=== core_mem_arbiter ===
core_mem_arbiter, clock distribution:
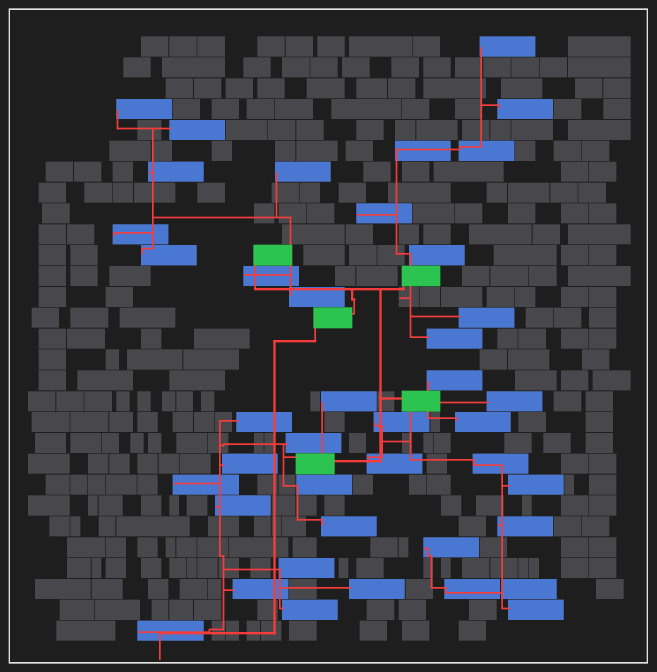

`src/rtl/core_mem_arbiter_pkg.sv`:
```
// Shared types and constants for the core memory arbiter slice.
// Imported by the arbiter top and its round-robin picker.
package core_mem_arbiter_pkg;

    localparam int NUM_CORES_DEF = 4;
    localparam int ADDR_W_DEF    = 8;
    localparam int DATA_W_DEF    = 8;
    localparam int MEM_LAT_DEF   = 2;

    typedef enum logic [1:0] {
        ST_RUN   = 2'd0,
        ST_DRAIN = 2'd1,
        ST_HELD  = 2'd2
    } arb_state_e;

    // Width of a core index; kept at least 1 so a single core still has a tag.
    function automatic int core_id_w(input int n);
        return (n > 1) ? $clog2(n) : 1;
    endfunction

endpackage

```
`src/rtl/core_mem_arbiter_rr_pick.sv`:
```
// Combinational round-robin picker: first set request at or above prio,
// wrapping. Returns one-hot grant, winner index and an any-request flag.
module rr_pick
    import core_mem_arbiter_pkg::*;
#(
    parameter int N  = 4,
    parameter int IW = core_id_w(N)
) (
    input  logic [N-1:0]  req_i,
    input  logic [IW-1:0] prio_i,
    output logic [N-1:0]  gnt_o,
    output logic [IW-1:0] idx_o,
    output logic          any_o
);

    logic [IW-1:0] cand;

    always_comb begin
        gnt_o = '0;
        idx_o = '0;
        any_o = 1'b0;
        cand  = '0;
        for (int k = 0; k < N; k++) begin
            cand = prio_i + IW'(k);
            if (!any_o && req_i[cand]) begin
                any_o = 1'b1;
                idx_o = cand;
            end
        end
        if (any_o) begin
            gnt_o[idx_o] = 1'b1;
        end
    end

endmodule

```
`src/rtl/core_mem_arbiter.sv`:
```
// Round-robin arbiter sharing one single-port data memory between cores,
// with a drain-then-acknowledge hold handshake for the VGA path.
module core_mem_arbiter
    import core_mem_arbiter_pkg::*;
#(
    parameter int NUM_CORES = NUM_CORES_DEF,
    parameter int ADDR_W    = ADDR_W_DEF,
    parameter int DATA_W    = DATA_W_DEF,
    parameter int MEM_LAT   = MEM_LAT_DEF
) (
    input  logic                        clk,
    input  logic                        reset,
    input  logic [NUM_CORES-1:0]        req,
    input  logic [NUM_CORES-1:0]        we,
    input  logic [NUM_CORES*ADDR_W-1:0] addr,
    input  logic [NUM_CORES*DATA_W-1:0] wdata,
    output logic [NUM_CORES-1:0]        gnt,
    output logic [NUM_CORES-1:0]        rvalid,
    output logic [DATA_W-1:0]           rdata,
    output logic                        mem_en,
    output logic                        mem_we,
    output logic [ADDR_W-1:0]           mem_addr,
    output logic [DATA_W-1:0]           mem_wdata,
    input  logic [DATA_W-1:0]           mem_rdata,
    input  logic                        hold_req,
    output logic                        hold_ack
);

    localparam int CW = core_id_w(NUM_CORES);

    arb_state_e state_q, state_d;
    logic [CW-1:0] prio_q, prio_d;

    logic [NUM_CORES-1:0] pick_gnt;
    logic [CW-1:0]        pick_idx;
    logic                 pick_any;
    logic                 grant;
    logic                 drained;

    logic              en_q, en_d;
    logic              we_q, we_d;
    logic [ADDR_W-1:0] addr_q, addr_d;
    logic [DATA_W-1:0] wdata_q, wdata_d;

    logic [MEM_LAT-1:0]         pv_q, pv_d;
    logic [MEM_LAT-1:0][CW-1:0] ptag_q, ptag_d;

    logic [NUM_CORES-1:0] rvalid_q, rvalid_d;
    logic [DATA_W-1:0]    rdata_q, rdata_d;
    logic                 ack_q, ack_d;

    rr_pick #(
        .N  (NUM_CORES),
        .IW (CW)
    ) u_pick (
        .req_i  (req),
        .prio_i (prio_q),
        .gnt_o  (pick_gnt),
        .idx_o  (pick_idx),
        .any_o  (pick_any)
    );

    assign grant   = (state_q == ST_RUN) && !hold_req && pick_any;
    assign gnt     = grant ? pick_gnt : '0;
    assign drained = !(|pv_q) && !en_q;

    always_comb begin
        state_d = state_q;
        unique case (state_q)
            ST_RUN: begin
                if (hold_req) state_d = ST_DRAIN;
            end
            ST_DRAIN: begin
                if (!hold_req)    state_d = ST_RUN;
                else if (drained) state_d = ST_HELD;
            end
            ST_HELD: begin
                if (!hold_req) state_d = ST_RUN;
            end
            default: state_d = ST_RUN;
        endcase
        ack_d = (state_d == ST_HELD);
    end

    // Address and write data hold their last value when idle.
    always_comb begin
        prio_d  = prio_q;
        en_d    = 1'b0;
        we_d    = 1'b0;
        addr_d  = addr_q;
        wdata_d = wdata_q;
        if (grant) begin
            prio_d  = pick_idx + 1'b1;
            en_d    = 1'b1;
            we_d    = we[pick_idx];
            addr_d  = addr[pick_idx*ADDR_W +: ADDR_W];
            wdata_d = wdata[pick_idx*DATA_W +: DATA_W];
        end
    end

    // Tag pipeline for reads; stage 0 is loaded alongside mem_en.
    always_comb begin
        pv_d      = '0;
        ptag_d    = '0;
        pv_d[0]   = grant && !we[pick_idx];
        ptag_d[0] = pick_idx;
        for (int k = 1; k < MEM_LAT; k++) begin
            pv_d[k]   = pv_q[k-1];
            ptag_d[k] = ptag_q[k-1];
        end
        rvalid_d = '0;
        rdata_d  = rdata_q;
        if (pv_q[MEM_LAT-1]) begin
            rvalid_d[ptag_q[MEM_LAT-1]] = 1'b1;
            rdata_d = mem_rdata;
        end
    end

    always_ff @(posedge clk) begin
        if (reset) begin
            state_q  <= ST_RUN;
            prio_q   <= '0;
            en_q     <= 1'b0;
            we_q     <= 1'b0;
            addr_q   <= '0;
            wdata_q  <= '0;
            pv_q     <= '0;
            ptag_q   <= '0;
            rvalid_q <= '0;
            rdata_q  <= '0;
            ack_q    <= 1'b0;
        end else begin
            state_q  <= state_d;
            prio_q   <= prio_d;
            en_q     <= en_d;
            we_q     <= we_d;
            addr_q   <= addr_d;
            wdata_q  <= wdata_d;
            pv_q     <= pv_d;
            ptag_q   <= ptag_d;
            rvalid_q <= rvalid_d;
            rdata_q  <= rdata_d;
            ack_q    <= ack_d;
        end
    end

    assign mem_en    = en_q;
    assign mem_we    = we_q;
    assign mem_addr  = addr_q;
    assign mem_wdata = wdata_q;
    assign rvalid    = rvalid_q;
    assign rdata     = rdata_q;
    assign hold_ack  = ack_q;

endmodule

```
`config.mk`:
```
export PLATFORM = sky130hd
export DESIGN_NAME = core_mem_arbiter
export DESIGN_NICKNAME = d
export VERILOG_FILES = /design/src/rtl/core_mem_arbiter_pkg.sv /design/src/rtl/core_mem_arbiter_rr_pick.sv /design/src/rtl/core_mem_arbiter.sv
export SDC_FILE = /design/constraint.sdc
export NUM_CORES = 1
export LEC_CHECK = 0
export CAP_MARGIN = 20
export CORE_AREA = 2 2 81 83
export DETAILED_ROUTE_END_ITERATION = 8
export DIE_AREA = 0 0 83 85
export PLACE_DENSITY = 0.72
export REMOVE_ABC_BUFFERS = 1
export SYNTH_ARGS = -nofsm -noshare
export SYNTH_HDL_FRONTEND = slang
export SYNTH_SLANG_ARGS = --single-unit
```
`constraint.sdc`:
```
create_clock -name clk -period 1.98 [get_ports clk]
set_clock_uncertainty 0.1 [all_clocks]
set_input_delay 0.495 -clock clk [delete_from_list [all_inputs] [get_ports clk]]
set_output_delay 0.495 -clock clk [all_outputs]
set_load 0.005 [all_outputs]
```
=== operand_issue_flat ===
--- src/rtl/operand_issue_pkg.sv ---
// Shared constants for the operand issue stage: default widths and lookup slots.
package operand_issue_pkg;

  localparam int unsigned DefRegCount    = 16;
  localparam int unsigned DefRegWidth    = 8;
  localparam int unsigned DefRegPtrWidth = 4;
  localparam int unsigned DefInsnWidth   = 16;
  localparam int unsigned DefSrcCount    = 3;
  localparam int unsigned DefLookups     = DefSrcCount + 1;

  // Scoreboard lookup slots: three sources followed by the destination.
  typedef enum logic [1:0] {
    LkSrc0 = 2'd0,
    LkSrc1 = 2'd1,
    LkSrc2 = 2'd2,
    LkDst  = 2'd3
  } lookup_e;

endpackage

--- src/rtl/operand_issue_if.sv ---
// Issue-to-execute channel: valid/ready handshake with payload and resolved operands.
interface operand_issue_if #(
  parameter int unsigned REG_WIDTH     = operand_issue_pkg::DefRegWidth,
  parameter int unsigned REG_PTR_WIDTH = operand_issue_pkg::DefRegPtrWidth,
  parameter int unsigned INSN_WIDTH    = operand_issue_pkg::DefInsnWidth
);

  logic                     X_valid;
  logic                     X_ready;
  logic [INSN_WIDTH-1:0]    X_insn;
  logic [REG_PTR_WIDTH-1:0] X_dst;
  logic                     X_wr;
  logic [REG_WIDTH-1:0]     X_src_0_data;
  logic [REG_WIDTH-1:0]     X_src_1_data;
  logic [REG_WIDTH-1:0]     X_src_2_data;

  // Issue stage side.
  modport master (
    output X_valid, X_insn, X_dst, X_wr, X_src_0_data, X_src_1_data, X_src_2_data,
    input  X_ready
  );

  // Execute side.
  modport slave (
    input  X_valid, X_insn, X_dst, X_wr, X_src_0_data, X_src_1_data, X_src_2_data,
    output X_ready
  );

endinterface

--- src/rtl/issue_scoreboard.sv ---
// Per-register pending-write scoreboard with set/clear ports and a busy lookup.
module issue_scoreboard
  import operand_issue_pkg::*;
#(
  parameter int unsigned REG_COUNT     = DefRegCount,
  parameter int unsigned REG_PTR_WIDTH = DefRegPtrWidth,
  parameter int unsigned LOOKUPS       = DefLookups
) (
  input  logic                                  clk,
  input  logic                                  reset_n,
  input  logic                                  set_en,
  input  logic [REG_PTR_WIDTH-1:0]              set_ptr,
  input  logic                                  clr_en,
  input  logic [REG_PTR_WIDTH-1:0]              clr_ptr,
  input  logic [LOOKUPS-1:0][REG_PTR_WIDTH-1:0] lookup_ptr,
  output logic [LOOKUPS-1:0]                    busy,
  output logic [REG_COUNT-1:0]                  pending
);

  logic [REG_COUNT-1:0] pending_q, pending_d;

  // Next pending vector: clear first so a same-register set wins.
  always_comb begin
    pending_d = pending_q;
    if (clr_en) pending_d[clr_ptr] = 1'b0;
    if (set_en) pending_d[set_ptr] = 1'b1;
  end

  // A writeback landing this cycle already resolves its register.
  always_comb begin
    busy = '0;
    for (int unsigned i = 0; i < LOOKUPS; i++) begin
      busy[i] = pending_q[lookup_ptr[i]] & ~(clr_en & (clr_ptr == lookup_ptr[i]));
    end
  end

  // Pending state register.
  always_ff @(posedge clk or negedge reset_n) begin
    if (!reset_n) pending_q <= '0;
    else          pending_q <= pending_d;
  end

  assign pending = pending_q;

endmodule

--- src/rtl/operand_issue.sv ---
// Issue stage: holds one decoded instruction, resolves operands with writeback
// forwarding, stalls on RAW/WAW hazards and issues through a one-entry output register.
module operand_issue
  import operand_issue_pkg::*;
#(
  parameter int unsigned REG_COUNT     = DefRegCount,
  parameter int unsigned REG_WIDTH     = DefRegWidth,
  parameter int unsigned REG_PTR_WIDTH = DefRegPtrWidth
) (
  input  logic                     clk,
  input  logic                     reset_n,
  input  logic                     flush,
  input  logic                     FD_valid,
  output logic                     FD_ready,
  input  logic [DefInsnWidth-1:0]  FD_insn,
  input  logic [REG_PTR_WIDTH-1:0] FD_insn_src_0,
  input  logic [REG_PTR_WIDTH-1:0] FD_insn_src_1,
  input  logic [REG_PTR_WIDTH-1:0] FD_insn_src_2,
  input  logic [DefSrcCount-1:0]   FD_src_used,
  input  logic [REG_PTR_WIDTH-1:0] FD_insn_dst,
  input  logic                     FD_insn_wr,
  input  logic [REG_WIDTH-1:0]     RF_src_0_data,
  input  logic [REG_WIDTH-1:0]     RF_src_1_data,
  input  logic [REG_WIDTH-1:0]     RF_src_2_data,
  output logic [REG_PTR_WIDTH-1:0] RF_src_0_ptr,
  output logic [REG_PTR_WIDTH-1:0] RF_src_1_ptr,
  output logic [REG_PTR_WIDTH-1:0] RF_src_2_ptr,
  input  logic [REG_PTR_WIDTH-1:0] MW_insn_dst,
  input  logic                     MW_wr,
  input  logic [REG_WIDTH-1:0]     W_result,
  input  logic                     init_R0,
  input  logic [REG_WIDTH-1:0]     init_R0_data,
  operand_issue_if.master          x
);

  // Held register H.
  logic                                     valid_h_q;
  logic [DefInsnWidth-1:0]                  h_insn_q;
  logic [DefSrcCount-1:0][REG_PTR_WIDTH-1:0] h_src_q;
  logic [DefSrcCount-1:0]                   h_used_q;
  logic [REG_PTR_WIDTH-1:0]                 h_dst_q;
  logic                                     h_wr_q;

  // Output register DX.
  logic                                     x_valid_q;
  logic [DefInsnWidth-1:0]                  x_insn_q;
  logic [REG_PTR_WIDTH-1:0]                 x_dst_q;
  logic                                     x_wr_q;
  logic [DefSrcCount-1:0][REG_WIDTH-1:0]    x_data_q;

  logic [DefSrcCount-1:0][REG_WIDTH-1:0]    rf_data;
  logic [DefSrcCount-1:0][REG_WIDTH-1:0]    opnd;
  logic [DefLookups-1:0][REG_PTR_WIDTH-1:0] lk_ptr;
  logic [DefLookups-1:0]                    sb_busy;
  logic [DefLookups-1:0]                    busy;
  logic                                     hazard;
  logic                                     issue;
  logic                                     accept;
  logic                                     x_fire;

  assign rf_data[0] = RF_src_0_data;
  assign rf_data[1] = RF_src_1_data;
  assign rf_data[2] = RF_src_2_data;

  assign RF_src_0_ptr = h_src_q[0];
  assign RF_src_1_ptr = h_src_q[1];
  assign RF_src_2_ptr = h_src_q[2];

  // Operand resolution: R0 init beats writeback forwarding, which beats the RF read.
  always_comb begin
    opnd = '0;
    for (int unsigned s = 0; s < DefSrcCount; s++) begin
      if (!h_used_q[s]) begin
        opnd[s] = '0;
      end else if (init_R0 && (h_src_q[s] == '0)) begin
        opnd[s] = init_R0_data;
      end else if (MW_wr && (MW_insn_dst == h_src_q[s])) begin
        opnd[s] = W_result;
      end else begin
        opnd[s] = rf_data[s];
      end
    end
  end

  // Scoreboard lookup pointers for the held instruction.
  always_comb begin
    lk_ptr         = '0;
    lk_ptr[LkSrc0] = h_src_q[0];
    lk_ptr[LkSrc1] = h_src_q[1];
    lk_ptr[LkSrc2] = h_src_q[2];
    lk_ptr[LkDst]  = h_dst_q;
  end

  assign x_fire = x_valid_q & x.X_ready;

  issue_scoreboard #(
    .REG_COUNT    (REG_COUNT),
    .REG_PTR_WIDTH(REG_PTR_WIDTH),
    .LOOKUPS      (DefLookups)
  ) u_scoreboard (
    .clk       (clk),
    .reset_n   (reset_n),
    .set_en    (x_fire & x_wr_q),
    .set_ptr   (x_dst_q),
    .clr_en    (MW_wr),
    .clr_ptr   (MW_insn_dst),
    .lookup_ptr(lk_ptr),
    .busy      (sb_busy),
    .pending   ()
  );

  // Hazard and handshake decisions; a writer sitting in DX counts as busy too.
  always_comb begin
    busy = '0;
    for (int unsigned i = 0; i < DefLookups; i++) begin
      busy[i] = sb_busy[i] | (x_valid_q & x_wr_q & (x_dst_q == lk_ptr[i]));
    end
    hazard   = (|(busy[DefSrcCount-1:0] & h_used_q)) | (h_wr_q & busy[LkDst]);
    issue    = valid_h_q & ~hazard & (~x_valid_q | x.X_ready) & ~flush;
    FD_ready = ~valid_h_q | issue;
    accept   = FD_valid & FD_ready & ~flush;
  end

  // Held register: load on accept, drop on issue or flush.
  always_ff @(posedge clk or negedge reset_n) begin
    if (!reset_n) begin
      valid_h_q <= 1'b0;
      h_insn_q  <= '0;
      h_src_q   <= '0;
      h_used_q  <= '0;
      h_dst_q   <= '0;
      h_wr_q    <= 1'b0;
    end else begin
      if (flush)       valid_h_q <= 1'b0;
      else if (accept) valid_h_q <= 1'b1;
      else if (issue)  valid_h_q <= 1'b0;
      if (accept) begin
        h_insn_q  <= FD_insn;
        h_src_q   <= {FD_insn_src_2, FD_insn_src_1, FD_insn_src_0};
        h_used_q  <= FD_src_used;
        h_dst_q   <= FD_insn_dst;
        h_wr_q    <= FD_insn_wr;
      end
    end
  end

  // Output register: load on issue, hold while stalled by execute.
  always_ff @(posedge clk or negedge reset_n) begin
    if (!reset_n) begin
      x_valid_q <= 1'b0;
      x_insn_q  <= '0;
      x_dst_q   <= '0;
      x_wr_q    <= 1'b0;
      x_data_q  <= '0;
    end else begin
      if (flush)       x_valid_q <= 1'b0;
      else if (issue)  x_valid_q <= 1'b1;
      else if (x_fire) x_valid_q <= 1'b0;
      if (issue) begin
        x_insn_q <= h_insn_q;
        x_dst_q  <= h_dst_q;
        x_wr_q   <= h_wr_q;
        x_data_q <= opnd;
      end
    end
  end

  assign x.X_valid      = x_valid_q;
  assign x.X_insn       = x_insn_q;
  assign x.X_dst        = x_dst_q;
  assign x.X_wr         = x_wr_q;
  assign x.X_src_0_data = x_data_q[0];
  assign x.X_src_1_data = x_data_q[1];
  assign x.X_src_2_data = x_data_q[2];

endmodule
--- src/flat_wrapper.sv ---
// flat-port wrapper written by rule: the top's interface ports become plain ports
module operand_issue_flat import operand_issue_pkg::*;
#(
  parameter int unsigned REG_COUNT     = DefRegCount,
  parameter int unsigned REG_WIDTH     = DefRegWidth,
  parameter int unsigned REG_PTR_WIDTH = DefRegPtrWidth
)
  (clk, reset_n, flush, FD_valid, FD_ready, FD_insn, FD_insn_src_0, FD_insn_src_1, FD_insn_src_2, FD_src_used, FD_insn_dst, FD_insn_wr, RF_src_0_data, RF_src_1_data, RF_src_2_data, RF_src_0_ptr, RF_src_1_ptr, RF_src_2_ptr, MW_insn_dst, MW_wr, W_result, init_R0, init_R0_data, x_X_valid, x_X_insn, x_X_dst, x_X_wr, x_X_src_0_data, x_X_src_1_data, x_X_src_2_data, x_X_ready);
  operand_issue_if #(.REG_WIDTH(REG_WIDTH), .REG_PTR_WIDTH(REG_PTR_WIDTH)) x_i ();
  input  logic clk;
  input  logic reset_n;
  input  logic flush;
  input  logic FD_valid;
  output logic FD_ready;
  input  logic [DefInsnWidth-1:0] FD_insn;
  input  logic [REG_PTR_WIDTH-1:0] FD_insn_src_0;
  input  logic [REG_PTR_WIDTH-1:0] FD_insn_src_1;
  input  logic [REG_PTR_WIDTH-1:0] FD_insn_src_2;
  input  logic [DefSrcCount-1:0] FD_src_used;
  input  logic [REG_PTR_WIDTH-1:0] FD_insn_dst;
  input  logic FD_insn_wr;
  input  logic [REG_WIDTH-1:0] RF_src_0_data;
  input  logic [REG_WIDTH-1:0] RF_src_1_data;
  input  logic [REG_WIDTH-1:0] RF_src_2_data;
  output logic [REG_PTR_WIDTH-1:0] RF_src_0_ptr;
  output logic [REG_PTR_WIDTH-1:0] RF_src_1_ptr;
  output logic [REG_PTR_WIDTH-1:0] RF_src_2_ptr;
  input  logic [REG_PTR_WIDTH-1:0] MW_insn_dst;
  input  logic MW_wr;
  input  logic [REG_WIDTH-1:0] W_result;
  input  logic init_R0;
  input  logic [REG_WIDTH-1:0] init_R0_data;
  output wire logic [$bits(x_i.X_valid)-1:0] x_X_valid;
  output wire logic [$bits(x_i.X_insn)-1:0] x_X_insn;
  output wire logic [$bits(x_i.X_dst)-1:0] x_X_dst;
  output wire logic [$bits(x_i.X_wr)-1:0] x_X_wr;
  output wire logic [$bits(x_i.X_src_0_data)-1:0] x_X_src_0_data;
  output wire logic [$bits(x_i.X_src_1_data)-1:0] x_X_src_1_data;
  output wire logic [$bits(x_i.X_src_2_data)-1:0] x_X_src_2_data;
  input wire logic [$bits(x_i.X_ready)-1:0] x_X_ready;
  assign x_X_valid = x_i.X_valid;
  assign x_X_insn = x_i.X_insn;
  assign x_X_dst = x_i.X_dst;
  assign x_X_wr = x_i.X_wr;
  assign x_X_src_0_data = x_i.X_src_0_data;
  assign x_X_src_1_data = x_i.X_src_1_data;
  assign x_X_src_2_data = x_i.X_src_2_data;
  assign x_i.X_ready = x_X_ready;
  operand_issue #(.REG_COUNT(REG_COUNT), .REG_WIDTH(REG_WIDTH), .REG_PTR_WIDTH(REG_PTR_WIDTH)) u_core (.clk(clk), .reset_n(reset_n), .flush(flush), .FD_valid(FD_valid), .FD_ready(FD_ready), .FD_insn(FD_insn), .FD_insn_src_0(FD_insn_src_0), .FD_insn_src_1(FD_insn_src_1), .FD_insn_src_2(FD_insn_src_2), .FD_src_used(FD_src_used), .FD_insn_dst(FD_insn_dst), .FD_insn_wr(FD_insn_wr), .RF_src_0_data(RF_src_0_data), .RF_src_1_data(RF_src_1_data), .RF_src_2_data(RF_src_2_data), .RF_src_0_ptr(RF_src_0_ptr), .RF_src_1_ptr(RF_src_1_ptr), .RF_src_2_ptr(RF_src_2_ptr), .MW_insn_dst(MW_insn_dst), .MW_wr(MW_wr), .W_result(W_result), .init_R0(init_R0), .init_R0_data(init_R0_data), .x(x_i));
endmodule
--- config.mk ---
export PLATFORM = sky130hd
export DESIGN_NAME = operand_issue_flat
export DESIGN_NICKNAME = d
export VERILOG_FILES = /design/src/rtl/operand_issue_pkg.sv /design/src/rtl/operand_issue_if.sv /design/src/rtl/issue_scoreboard.sv /design/src/rtl/operand_issue.sv /design/src/flat_wrapper.sv
export SDC_FILE = /design/constraint.sdc
export NUM_CORES = 1
export LEC_CHECK = 0
export CAP_MARGIN = 20
export CORE_UTILIZATION = 43
export CTS_CLUSTER_DIAMETER = 200
export DETAILED_ROUTE_END_ITERATION = 7
export PLACE_DENSITY_LB_ADDON = 0.08
export SYNTH_ARGS = -nofsm -noshare
export SYNTH_HDL_FRONTEND = slang
export SYNTH_HIERARCHICAL = 1
export SYNTH_SLANG_ARGS = --single-unit
--- constraint.sdc ---
create_clock -name clk -period 12.2 [get_ports clk]
set_clock_uncertainty 0.15 [all_clocks]
set_input_delay 3.05 -clock clk [delete_from_list [all_inputs] [get_ports clk]]
set_output_delay 3.05 -clock clk [all_outputs]
set_load 0.005 [all_outputs]
=== sobel_window_feeder ===
File: config.mk
export PLATFORM = sky130hd
export DESIGN_NAME = sobel_window_feeder
export DESIGN_NICKNAME = d
export VERILOG_FILES = /design/src/rtl/sobel_window_feeder.sv
export SDC_FILE = /design/constraint.sdc
export NUM_CORES = 1
export LEC_CHECK = 0
export CAP_MARGIN = 20
export CORE_MARGIN = 1
export CORE_UTILIZATION = 39
export CTS_CLUSTER_DIAMETER = 40
export DETAILED_ROUTE_END_ITERATION = 6
export PLACE_DENSITY_LB_ADDON = 0.3
export SETUP_SLACK_MARGIN = 0.1
export SKIP_LAST_GASP = 1
export SLEW_MARGIN = 30
export SYNTH_ARGS = -nofsm -noshare
export SYNTH_HDL_FRONTEND = slang
export SYNTH_SLANG_ARGS = --single-unit
File: constraint.sdc
create_clock -name clk -period 1.45 [get_ports clk]
set_input_delay 0.29 -clock clk [delete_from_list [all_inputs] [get_ports clk]]
set_output_delay 0.29 -clock clk [all_outputs]
set_load 0.05 [all_outputs]
File: src/rtl/sobel_window_feeder.sv
// Horizontal 3-pixel window generator for a Sobel stage.
// Accepts a raster pixel stream and emits one window per pixel. Row edges are
// handled by replicating the edge pixel. The last window of each row is
// produced from a FLUSH state that blocks input for exactly one cycle.
module sobel_window_feeder #(
    parameter int WIDTH  = 640,
    parameter int HEIGHT = 480
) (
    input  logic       clk,
    input  logic       rst,
    input  logic [7:0] pixel_in,
    input  logic       in_valid,
    input  logic       in_sof,
    output logic       in_ready,
    output logic [7:0] left_out,
    output logic [7:0] current_out,
    output logic [7:0] right_out,
    output logic       out_valid,
    output logic [9:0] out_col,
    output logic [9:0] out_row,
    output logic       out_eof
);

    localparam logic [9:0] LAST_COL = 10'(WIDTH - 1);
    localparam logic [9:0] LAST_ROW = 10'(HEIGHT - 1);

    typedef enum logic [1:0] {
        ROW_START = 2'd0,
        RUN       = 2'd1,
        FLUSH     = 2'd2
    } state_t;

    state_t     state;
    state_t     next_state;

    // Column index of the next pixel to be accepted, and the current row.
    logic [9:0] col;
    logic [9:0] row;

    // prev1 holds p[c-1], prev2 holds p[c-2] relative to the next pixel.
    logic [7:0] prev1;
    logic [7:0] prev2;

    // Datapath controls decoded from the FSM.
    logic       start_row;   // accepted pixel becomes column 0
    logic       new_frame;   // accepted pixel carries in_sof
    logic       emit_run;    // accepted pixel completes a window
    logic       emit_flush;  // emit the replicated right-edge window

    // Next-state, handshake and datapath control decode.
    always_comb begin
        next_state = state;
        in_ready   = 1'b0;
        start_row  = 1'b0;
        new_frame  = 1'b0;
        emit_run   = 1'b0;
        emit_flush = 1'b0;
        case (state)
            ROW_START: begin
                in_ready = 1'b1;
                if (in_valid) begin
                    start_row  = 1'b1;
                    new_frame  = in_sof;
                    next_state = RUN;
                end
            end
            RUN: begin
                in_ready = 1'b1;
                if (in_valid) begin
                    if (in_sof) begin
                        // A new frame start abandons the partial row.
                        start_row  = 1'b1;
                        new_frame  = 1'b1;
                        next_state = RUN;
                    end else begin
                        emit_run = 1'b1;
                        if (col == LAST_COL) begin
                            next_state = FLUSH;
                        end
                    end
                end
            end
            FLUSH: begin
                // Input is blocked; the last window needs no new pixel.
                emit_flush = 1'b1;
                next_state = ROW_START;
            end
            default: begin
                next_state = ROW_START;
            end
        endcase
    end

    // State register.
    always_ff @(posedge clk) begin
        if (rst) begin
            state <= ROW_START;
        end else begin
            state <= next_state;
        end
    end

    // Pixel history and column/row counters.
    always_ff @(posedge clk) begin
        if (rst) begin
            prev1 <= 8'd0;
            prev2 <= 8'd0;
            col   <= 10'd0;
            row   <= 10'd0;
        end else begin
            if (start_row) begin
                // Column 0 is loaded into both taps so column 1 sees p[0]
                // on its left (left-edge replication).
                prev1 <= pixel_in;
                prev2 <= pixel_in;
                col   <= 10'd1;
                if (new_frame) begin
                    row <= 10'd0;
                end
            end else if (emit_run) begin
                prev2 <= prev1;
                prev1 <= pixel_in;
                col   <= col + 10'd1;
            end else if (emit_flush) begin
                col <= 10'd0;
                row <= (row == LAST_ROW) ? 10'd0 : row + 10'd1;
            end
        end
    end

    // Registered window outputs; valid/eof are single-cycle pulses while
    // window data and coordinates hold between pulses.
    always_ff @(posedge clk) begin
        if (rst) begin
            left_out    <= 8'd0;
            current_out <= 8'd0;
            right_out   <= 8'd0;
            out_valid   <= 1'b0;
            out_col     <= 10'd0;
            out_row     <= 10'd0;
            out_eof     <= 1'b0;
        end else begin
            out_valid <= 1'b0;
            out_eof   <= 1'b0;
            if (emit_run) begin
                left_out    <= prev2;
                current_out <= prev1;
                right_out   <= pixel_in;
                out_col     <= col - 10'd1;
                out_row     <= row;
                out_valid   <= 1'b1;
            end else if (emit_flush) begin
                // Right-edge replication: the last pixel is its own right.
                left_out    <= prev2;
                current_out <= prev1;
                right_out   <= prev1;
                out_col     <= LAST_COL;
                out_row     <= row;
                out_valid   <= 1'b1;
                out_eof     <= (row == LAST_ROW);
            end
        end
    end

endmodule

=== axis_red_pitaya_adc_capture ===
`src/rtl/axis_red_pitaya_adc_capture.sv`:
```
// Red Pitaya ADC receive path: code conversion, triggered frame capture,
// FIFO-buffered AXI4-Stream output with sticky overflow on dropped samples.
module axis_red_pitaya_adc_capture #(
    parameter int ADC_DATA_WIDTH   = 14,
    parameter int AXIS_TDATA_WIDTH = 32,
    parameter int FRAME_LEN_WIDTH  = 16,
    parameter int FIFO_DEPTH       = 16
) (
    input  logic                        aclk,
    input  logic                        aresetn,
    input  logic [ADC_DATA_WIDTH-1:0]   adc_dat_a,
    input  logic [ADC_DATA_WIDTH-1:0]   adc_dat_b,
    output logic                        adc_csn,
    input  logic                        sync_flag_i,
    input  logic [31:0]                 rx_cfg_i,
    output logic [AXIS_TDATA_WIDTH-1:0] m_axis_tdata,
    output logic                        m_axis_tvalid,
    input  logic                        m_axis_tready,
    output logic                        m_axis_tlast,
    output logic [3:0]                  rx_status_o
);

    localparam int HW = AXIS_TDATA_WIDTH / 2;
    localparam int AW = $clog2(FIFO_DEPTH);
    localparam int CW = AW + 1;
    localparam int FLW = FRAME_LEN_WIDTH;

    typedef enum logic [1:0] {
        S_IDLE,
        S_ARMED,
        S_CAPT,
        S_DONE
    } state_t;

    function automatic logic [HW-1:0] f_conv(
        input logic [ADC_DATA_WIDTH-1:0] raw
    );
        logic [ADC_DATA_WIDTH-1:0] v;
        v = {raw[ADC_DATA_WIDTH-1], ~raw[ADC_DATA_WIDTH-2:0]};
        return {{(HW-ADC_DATA_WIDTH){v[ADC_DATA_WIDTH-1]}}, v};
    endfunction

    logic [FLW-1:0] w_len;
    logic [FLW-1:0] w_last_idx;
    logic           w_arm;
    logic           w_mode;
    logic           w_srst;
    logic           w_unused_cfg;

    assign w_len        = rx_cfg_i[FLW-1:0];
    assign w_last_idx   = w_len - FLW'(1);
    assign w_arm        = rx_cfg_i[16];
    assign w_mode       = rx_cfg_i[17];
    assign w_srst       = rx_cfg_i[18];
    assign w_unused_cfg = ^rx_cfg_i[31:19];

    state_t                      r_state;
    logic [FLW-1:0]              r_cnt;
    logic                        r_arm_q;
    logic                        r_rise;
    logic [ADC_DATA_WIDTH-1:0]   r_s1_a;
    logic [ADC_DATA_WIDTH-1:0]   r_s1_b;
    logic [AXIS_TDATA_WIDTH-1:0] r_s2;

    logic w_trig;
    logic w_wr;
    logic w_last;

    always_comb begin
        w_trig = (r_state == S_ARMED) && w_arm && (w_len != '0)
                 && (w_mode || sync_flag_i);
        w_wr   = 1'b0;
        w_last = 1'b0;
        if (w_trig) begin
            w_wr   = 1'b1;
            w_last = (w_len == FLW'(1));
        end else if (r_state == S_CAPT) begin
            w_wr   = 1'b1;
            w_last = (r_cnt == w_last_idx);
        end
    end

    always_ff @(posedge aclk or negedge aresetn) begin
        if (!aresetn) begin
            r_s1_a <= '0;
            r_s1_b <= '0;
            r_s2   <= '0;
        end else if (w_srst) begin
            r_s1_a <= '0;
            r_s1_b <= '0;
            r_s2   <= '0;
        end else begin
            r_s1_a <= adc_dat_a;
            r_s1_b <= adc_dat_b;
            r_s2   <= {f_conv(r_s1_b), f_conv(r_s1_a)};
        end
    end

    // arm history resets high so a level held through reset is not an edge
    always_ff @(posedge aclk or negedge aresetn) begin
        if (!aresetn) begin
            r_state <= S_IDLE;
            r_cnt   <= '0;
            r_arm_q <= 1'b1;
            r_rise  <= 1'b0;
        end else if (w_srst) begin
            r_state <= S_IDLE;
            r_cnt   <= '0;
            r_arm_q <= 1'b1;
            r_rise  <= 1'b0;
        end else begin
            r_arm_q <= w_arm;
            r_rise  <= w_arm & ~r_arm_q;
            case (r_state)
                S_IDLE: begin
                    if (r_rise) r_state <= S_ARMED;
                end
                S_ARMED: begin
                    if (!w_arm) begin
                        r_state <= S_IDLE;
                    end else if (w_len == '0) begin
                        r_state <= S_DONE;
                    end else if (w_trig) begin
                        r_cnt   <= FLW'(1);
                        r_state <= w_last ? S_DONE : S_CAPT;
                    end
                end
                S_CAPT: begin
                    if (w_last) begin
                        r_cnt   <= '0;
                        r_state <= S_DONE;
                    end else begin
                        r_cnt <= r_cnt + FLW'(1);
                    end
                end
                S_DONE: begin
                    if (!w_arm) r_state <= S_IDLE;
                end
                default: r_state <= S_IDLE;
            endcase
        end
    end

    logic [AXIS_TDATA_WIDTH:0]   r_mem [FIFO_DEPTH];
    logic [AW-1:0]               r_wp;
    logic [AW-1:0]               r_rp;
    logic [CW-1:0]               r_mcnt;
    logic [CW-1:0]               r_occ;
    logic                        r_out_v;
    logic [AXIS_TDATA_WIDTH-1:0] r_out_d;
    logic                        r_out_l;
    logic                        r_ovf;

    logic w_pop;
    logic w_full;
    logic w_acc;
    logic w_load;

    // occupancy counts the output register too, so capacity is FIFO_DEPTH
    assign w_pop  = r_out_v & m_axis_tready;
    assign w_full = (r_occ == CW'(FIFO_DEPTH));
    assign w_acc  = w_wr & (~w_full | w_pop);
    assign w_load = (r_mcnt != '0) & (~r_out_v | w_pop);

    always_ff @(posedge aclk) begin
        if (w_acc) r_mem[r_wp] <= {w_last, r_s2};
    end

    always_ff @(posedge aclk or negedge aresetn) begin
        if (!aresetn) begin
            r_wp    <= '0;
            r_rp    <= '0;
            r_mcnt  <= '0;
            r_occ   <= '0;
            r_out_v <= 1'b0;
            r_out_d <= '0;
            r_out_l <= 1'b0;
            r_ovf   <= 1'b0;
        end else if (w_srst) begin
            r_wp    <= '0;
            r_rp    <= '0;
            r_mcnt  <= '0;
            r_occ   <= '0;
            r_out_v <= 1'b0;
            r_out_d <= '0;
            r_out_l <= 1'b0;
            r_ovf   <= 1'b0;
        end else begin
            if (w_acc) r_wp <= r_wp + AW'(1);
            if (w_load) begin
                r_rp    <= r_rp + AW'(1);
                r_out_v <= 1'b1;
                r_out_d <= r_mem[r_rp][AXIS_TDATA_WIDTH-1:0];
                r_out_l <= r_mem[r_rp][AXIS_TDATA_WIDTH];
            end else if (w_pop) begin
                r_out_v <= 1'b0;
            end
            r_mcnt <= r_mcnt + CW'(w_acc) - CW'(w_load);
            r_occ  <= r_occ + CW'(w_acc) - CW'(w_pop);
            if (w_wr && !w_acc) r_ovf <= 1'b1;
        end
    end

    assign adc_csn       = 1'b1;
    assign m_axis_tvalid = r_out_v;
    assign m_axis_tdata  = r_out_d;
    assign m_axis_tlast  = r_out_l;
    assign rx_status_o   = {
        (r_occ == '0),
        r_ovf,
        (r_state == S_DONE),
        (r_state == S_ARMED) || (r_state == S_CAPT)
    };

endmodule

```
`config.mk`:
```
export PLATFORM = sky130hd
export DESIGN_NAME = axis_red_pitaya_adc_capture
export DESIGN_NICKNAME = d
export VERILOG_FILES = /design/src/rtl/axis_red_pitaya_adc_capture.sv
export SDC_FILE = /design/constraint.sdc
export NUM_CORES = 1
export LEC_CHECK = 0
export ABC_CLOCK_PERIOD_IN_PS = 9700
export CORE_ASPECT_RATIO = 1.25
export CORE_UTILIZATION = 50
export CTS_BUF_LIST = sky130_fd_sc_hd__clkbuf_16
export DETAILED_ROUTE_END_ITERATION = 10
export PLACE_DENSITY = 0.69
export RECOVER_POWER = 25
export SETUP_SLACK_MARGIN = 0.3
export SYNTH_ARGS = -nofsm -noshare
export SYNTH_HDL_FRONTEND = slang
export SYNTH_SLANG_ARGS = --single-unit
```
`constraint.sdc`:
```
create_clock -name aclk -period 9.7 [get_ports aclk]
set_input_delay 0.97 -clock aclk [delete_from_list [all_inputs] [get_ports aclk]]
set_output_delay 0.97 -clock aclk [all_outputs]
set_load 0.1 [all_outputs]
```

## Gallery

Clock distribution.
shot_01.png
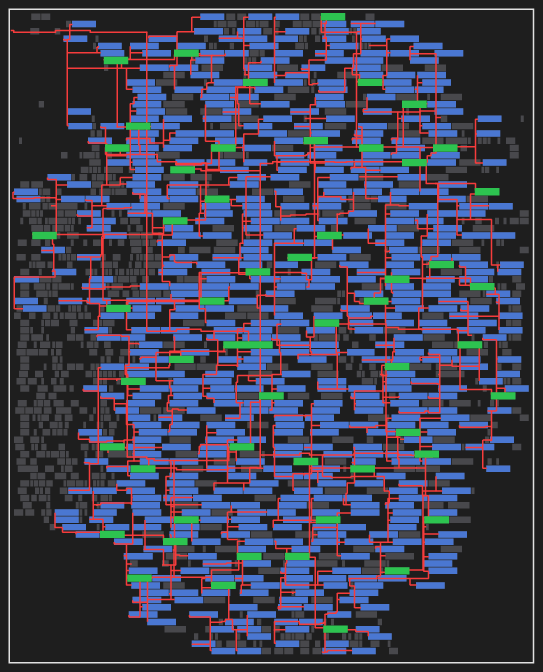
shot_02.png
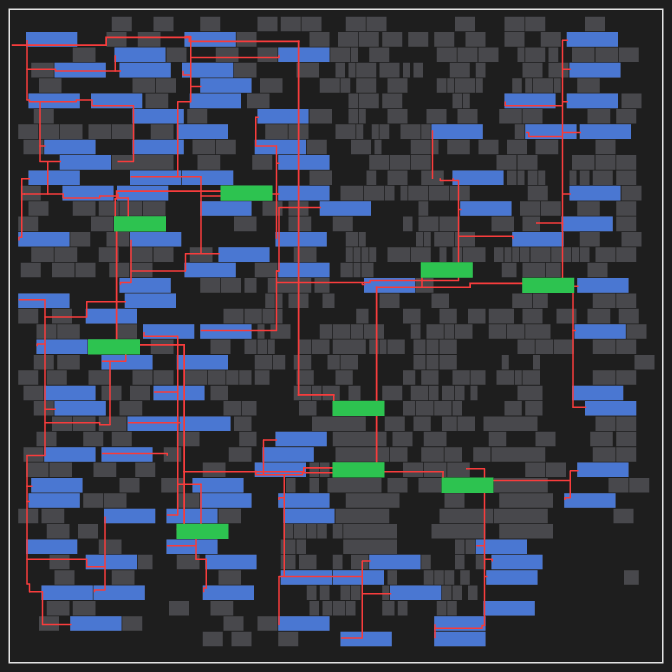
shot_03.png
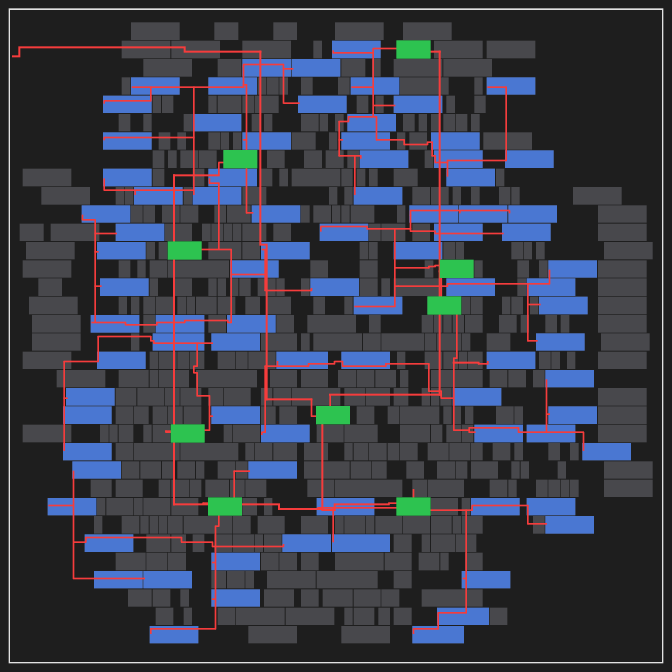
- fewest sequential cells: shot_03.png
- most sequential cells: shot_01.png
shot_02.png: operand_issue_flat
shot_01.png: axis_red_pitaya_adc_capture
shot_03.png: sobel_window_feeder

sobel_window_feeder, cells by drive strength:
The bar under the picture is 20 um long.
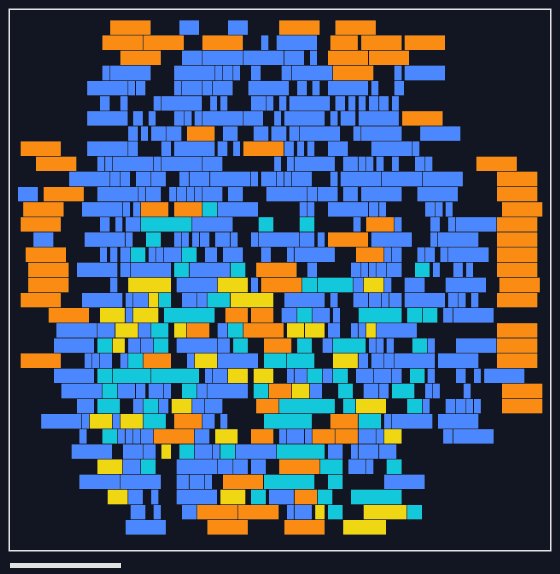
| size | colour | cells | share | most used |
|---|---|---|---|---|
| _2 cells | yellow | 31 | 6.0% | mux2_2 |
| _0 and _1 cells | blue | 350 | 68% | nand2_1 |
| _3 and _4 cells | cyan | 63 | 12% | buf_4 |
| _6 and larger | orange | 70 | 14% | buf_12 |
non-clock buffer instance count of the final layout: 112
finished layout cell area: 5460 um2
Layout Area Growth over Synthesis: 55.2%

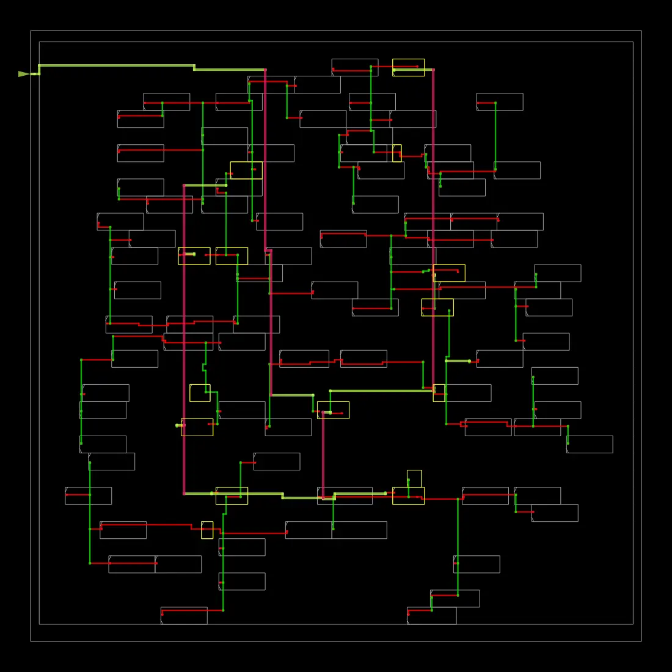
sobel_window_feeder: the clock network
CTS Sinks: 84
skew final: 0.0117 ns
Clock Latency Late Sink: 0.36 ns
layout clock buffer count: 11
number of flip-flops and latches: 84

==> results.txt, sobel_window_feeder <==
Flow results are below.

- The number of hold buffers added after cts is 0, for reference.
- The worst setup path is launched from a flop.
- The final reports fail on negative setup slack.
- The final setup violation count is 6, for reference.
- The highest metal layer carrying signal wires in the routed design is met4.
- The run finished, with violations left.
- The die covers 9410 um2.
- The initial antenna violation count was 0.
- Once routing completed, OpenROAD measured the worst setup slack at -0.0532 ns.
- The most critical min-delay path falls under primary input to flop.
- The required time of the critical path is 1.73 ns, for reference.
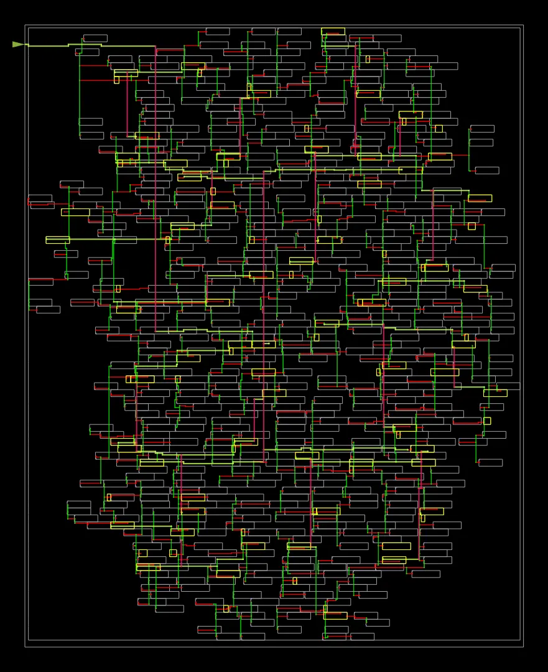
axis_red_pitaya_adc_capture: the clock network
CTS Buf Count: 54
CTS Sinks: 589
skew final: 0.0165 ns
number of flip-flops and latches: 589

==> results.txt, axis_red_pitaya_adc_capture <==
Flow results are below.

- Before antenna repair, the detailed router went through 5 iterations.
- Prior to clock tree synthesis, the placed netlist has a worst setup slack of 4.41 ns.
- For this run, the total global-route usage over all layers was measured as 20.4%.
- For the sequential group, total power comes out at 0.00302 W.
- The share of total power consumed by net switching is 31.2%, for reference.
- The number of antenna-violating nets in the routed design is 0, for reference.
- Clock tree buffers and inverters occupy 6.64% of the routed design's cell area.
- The cell total after placement is 1,880, for reference.
- IR analysis of the VDD net gives a maximum drop of 0.175 mV.
- The register with the most flip-flops is r_mem, for reference.
- STA lists the endpoint of the worst register-to-register path as r_mcnt[4].
- The maximum cell stage delay along the critical path is 0.58 ns, for reference.
- For this sky-water flow run, the detailed-routed wirelength per cell is reported as 23.5 um.
- The tally of max-capacitance violations is 1, for reference.
- In the final design database the tool counted 1,441 nets.
- The launching element type of the critical path is a primary input, for reference.
- The number of design-rule violations left by the first detailed-router iteration is 913, for reference.
- The clock transition at the registers of the reported paths is 0.06 ns, for reference.
- The cell sitting at the root of the clock tree is a clkbuf_16.
- The net switching power figure is 0.00218 W, for reference.
- In the routed layout, each cell is associated on average with a via count of 5.79.
- The clock reaches the later pin of the worst-skew pair after 0.60 ns.
- The power consumption is 0.00698 W, for reference.
- In the final report, the number of pins over their slew limit comes to 68.
- The final reports fail on max-capacitance violations, max-slew violations.
- The critical path contains buffers and inverters numbering 4 combined.
- In this run, the synthesized area fraction spent on AND-OR/OR-AND gates is recorded as 2.33%.
- The flow ran to the end, but the final reports show violations.
- The floorplan utilization is 50.6%, for reference.
- Combinational power for this build is 0.00187 W.
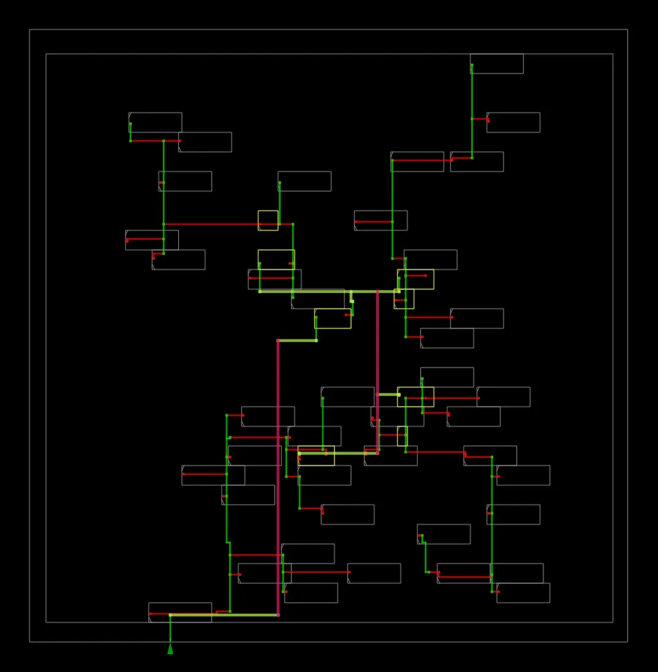
core_mem_arbiter: the clock network
layout clock buffer count: 6
CTS Buf Count: 5
power of the clock network: 0.000530 W

Notes on 'clock distribution' of core_mem_arbiter above:
[flip-flops] blue | count: 41
[clock drivers] green | count: 5
[clock wires] red | length: 474 um
routed clock nets: 6
Clk network pwr share: 21.9%
Clock Latency Late Sink: 0.29 ns

==> results.txt, core_mem_arbiter <==
Flow results are below.

- The run finished, with violations left.
- The checks that failed: negative setup slack.
- For this configuration, the core starts out at a cell density of 33.8%.
- The combinational cell fraction of total power is 40.0%, for reference.
- Nets still carrying antenna violations after routing amount to 0.
- The startpoint identified for the worst register-to-register timing path is prio_q[0].
- The setup slack of the critical path after layout is -0.222 ns, for reference.
- The family of cells with the greatest summed delay on the critical path is simple AND/OR/NAND/NOR gates, for reference.
- The required time of the critical path is 1.38 ns, for reference.
- The synthesis-stage register bit count is 41, for reference.
- The capture endpoint of the worst hold path is ptag_q[2], for reference.
- In this run the critical register-to-register path is captured at mem_wdata[7].
- The end-of-flow timing check tallies setup violations at 4.
- The global-route wire length before repair is 9.89 mm, for reference.
- Routed signal wires occupy layers up through met4.
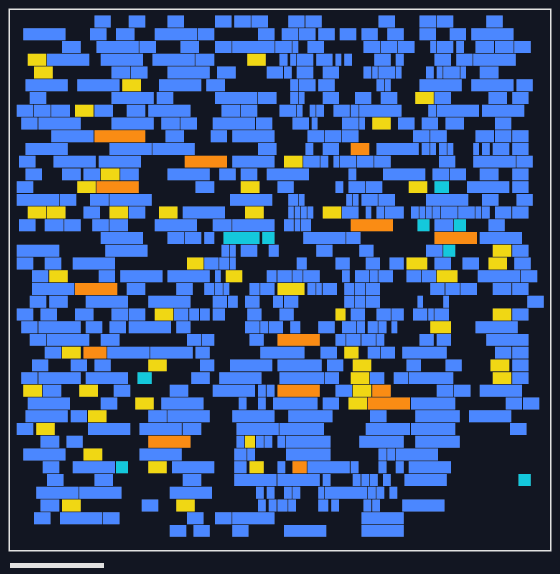
operand_issue_flat: cells by drive strength
The bar under the picture is 20 um long.
| size | colour | cells | share | most used |
|---|---|---|---|---|
| _3 and _4 cells | cyan | 9 | 1.5% | buf_4 |
| _0 and _1 cells | blue | 517 | 88% | clkdlybuf4s50_1 |
| _6 and larger | orange | 14 | 2.4% | clkbuf_16 |
| _2 cells | yellow | 50 | 8.5% | mux2_2 |
non-clock buffer instance count of the final layout: 150
Layout Area Growth over Synthesis: 33.8%
finished layout cell area: 7390 um2
Final Worst Setup Slack: 2.84 ns

==> results.txt, operand_issue_flat <==
Flow results are below.

- At the end of the flow the core is filled with cells to 58.8%.
- The total combinational power is 0.000545 W, for reference.
- The detailed router finished its first iteration with 202 violations.
- The top cell type by total area after synthesis is dfrtp_1, for reference.
- Counting pins that exceed their max-slew limit in the final report gives 0.
- The dominant kind of cell by area is multi-input combinational cells, for reference.
- The number of enable-type register cells in the synthesized netlist is 0, for reference.
- The actual transition at the worst max-transition pin is 0.922 ns, for reference.
- The count of filler cells inserted in the layout is 1,060, for reference.
- The family of cells with the greatest summed delay on the critical path is buffers and inverters, for reference.
- The top power consumer group is registers, for reference.
- Per the summary, power density relative to cell area is 197 nW/um2.
- Per STA, the startpoint of the critical path is MW_insn_dst[3].
- The flow ran to the end, and the final reports show no timing, DRC or antenna violations.
- The leakage component of the power was reported as 3.02 nW.


==> notes/layouts.md <==
Pictures saved along the way, in no particular order.

I/O pins on the die edge.
Pins as bars across the die edge, other pins in grey.
image #1
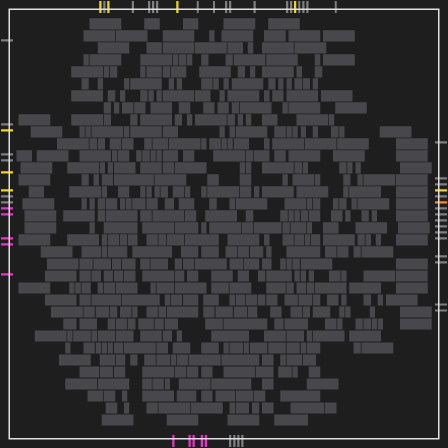
image #2
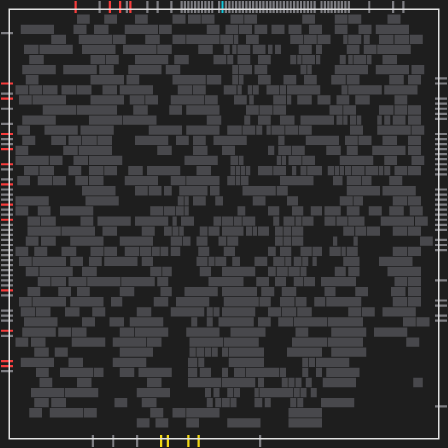
image #3
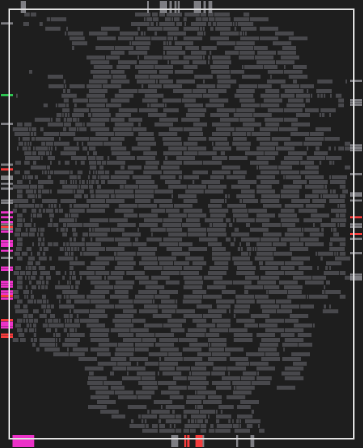
image #4
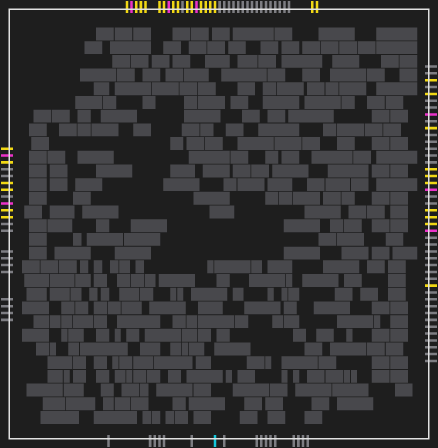
- most pins: image #2
axis_red_pitaya_adc_capture: image #3
core_mem_arbiter: image #4
sobel_window_feeder: image #1
operand_issue_flat: image #2

Key to image #1:
| port | colour | pins | direction | edge |
|---|---|---|---|---|
| current_out | yellow | 8 | output | 4 north, 3 west, 1 east |
| out_col | magenta | 10 | output | 5 west, 5 south |
| out_valid | orange | 1 | output | east |

Power is estimated from default activity; no workload was simulated.
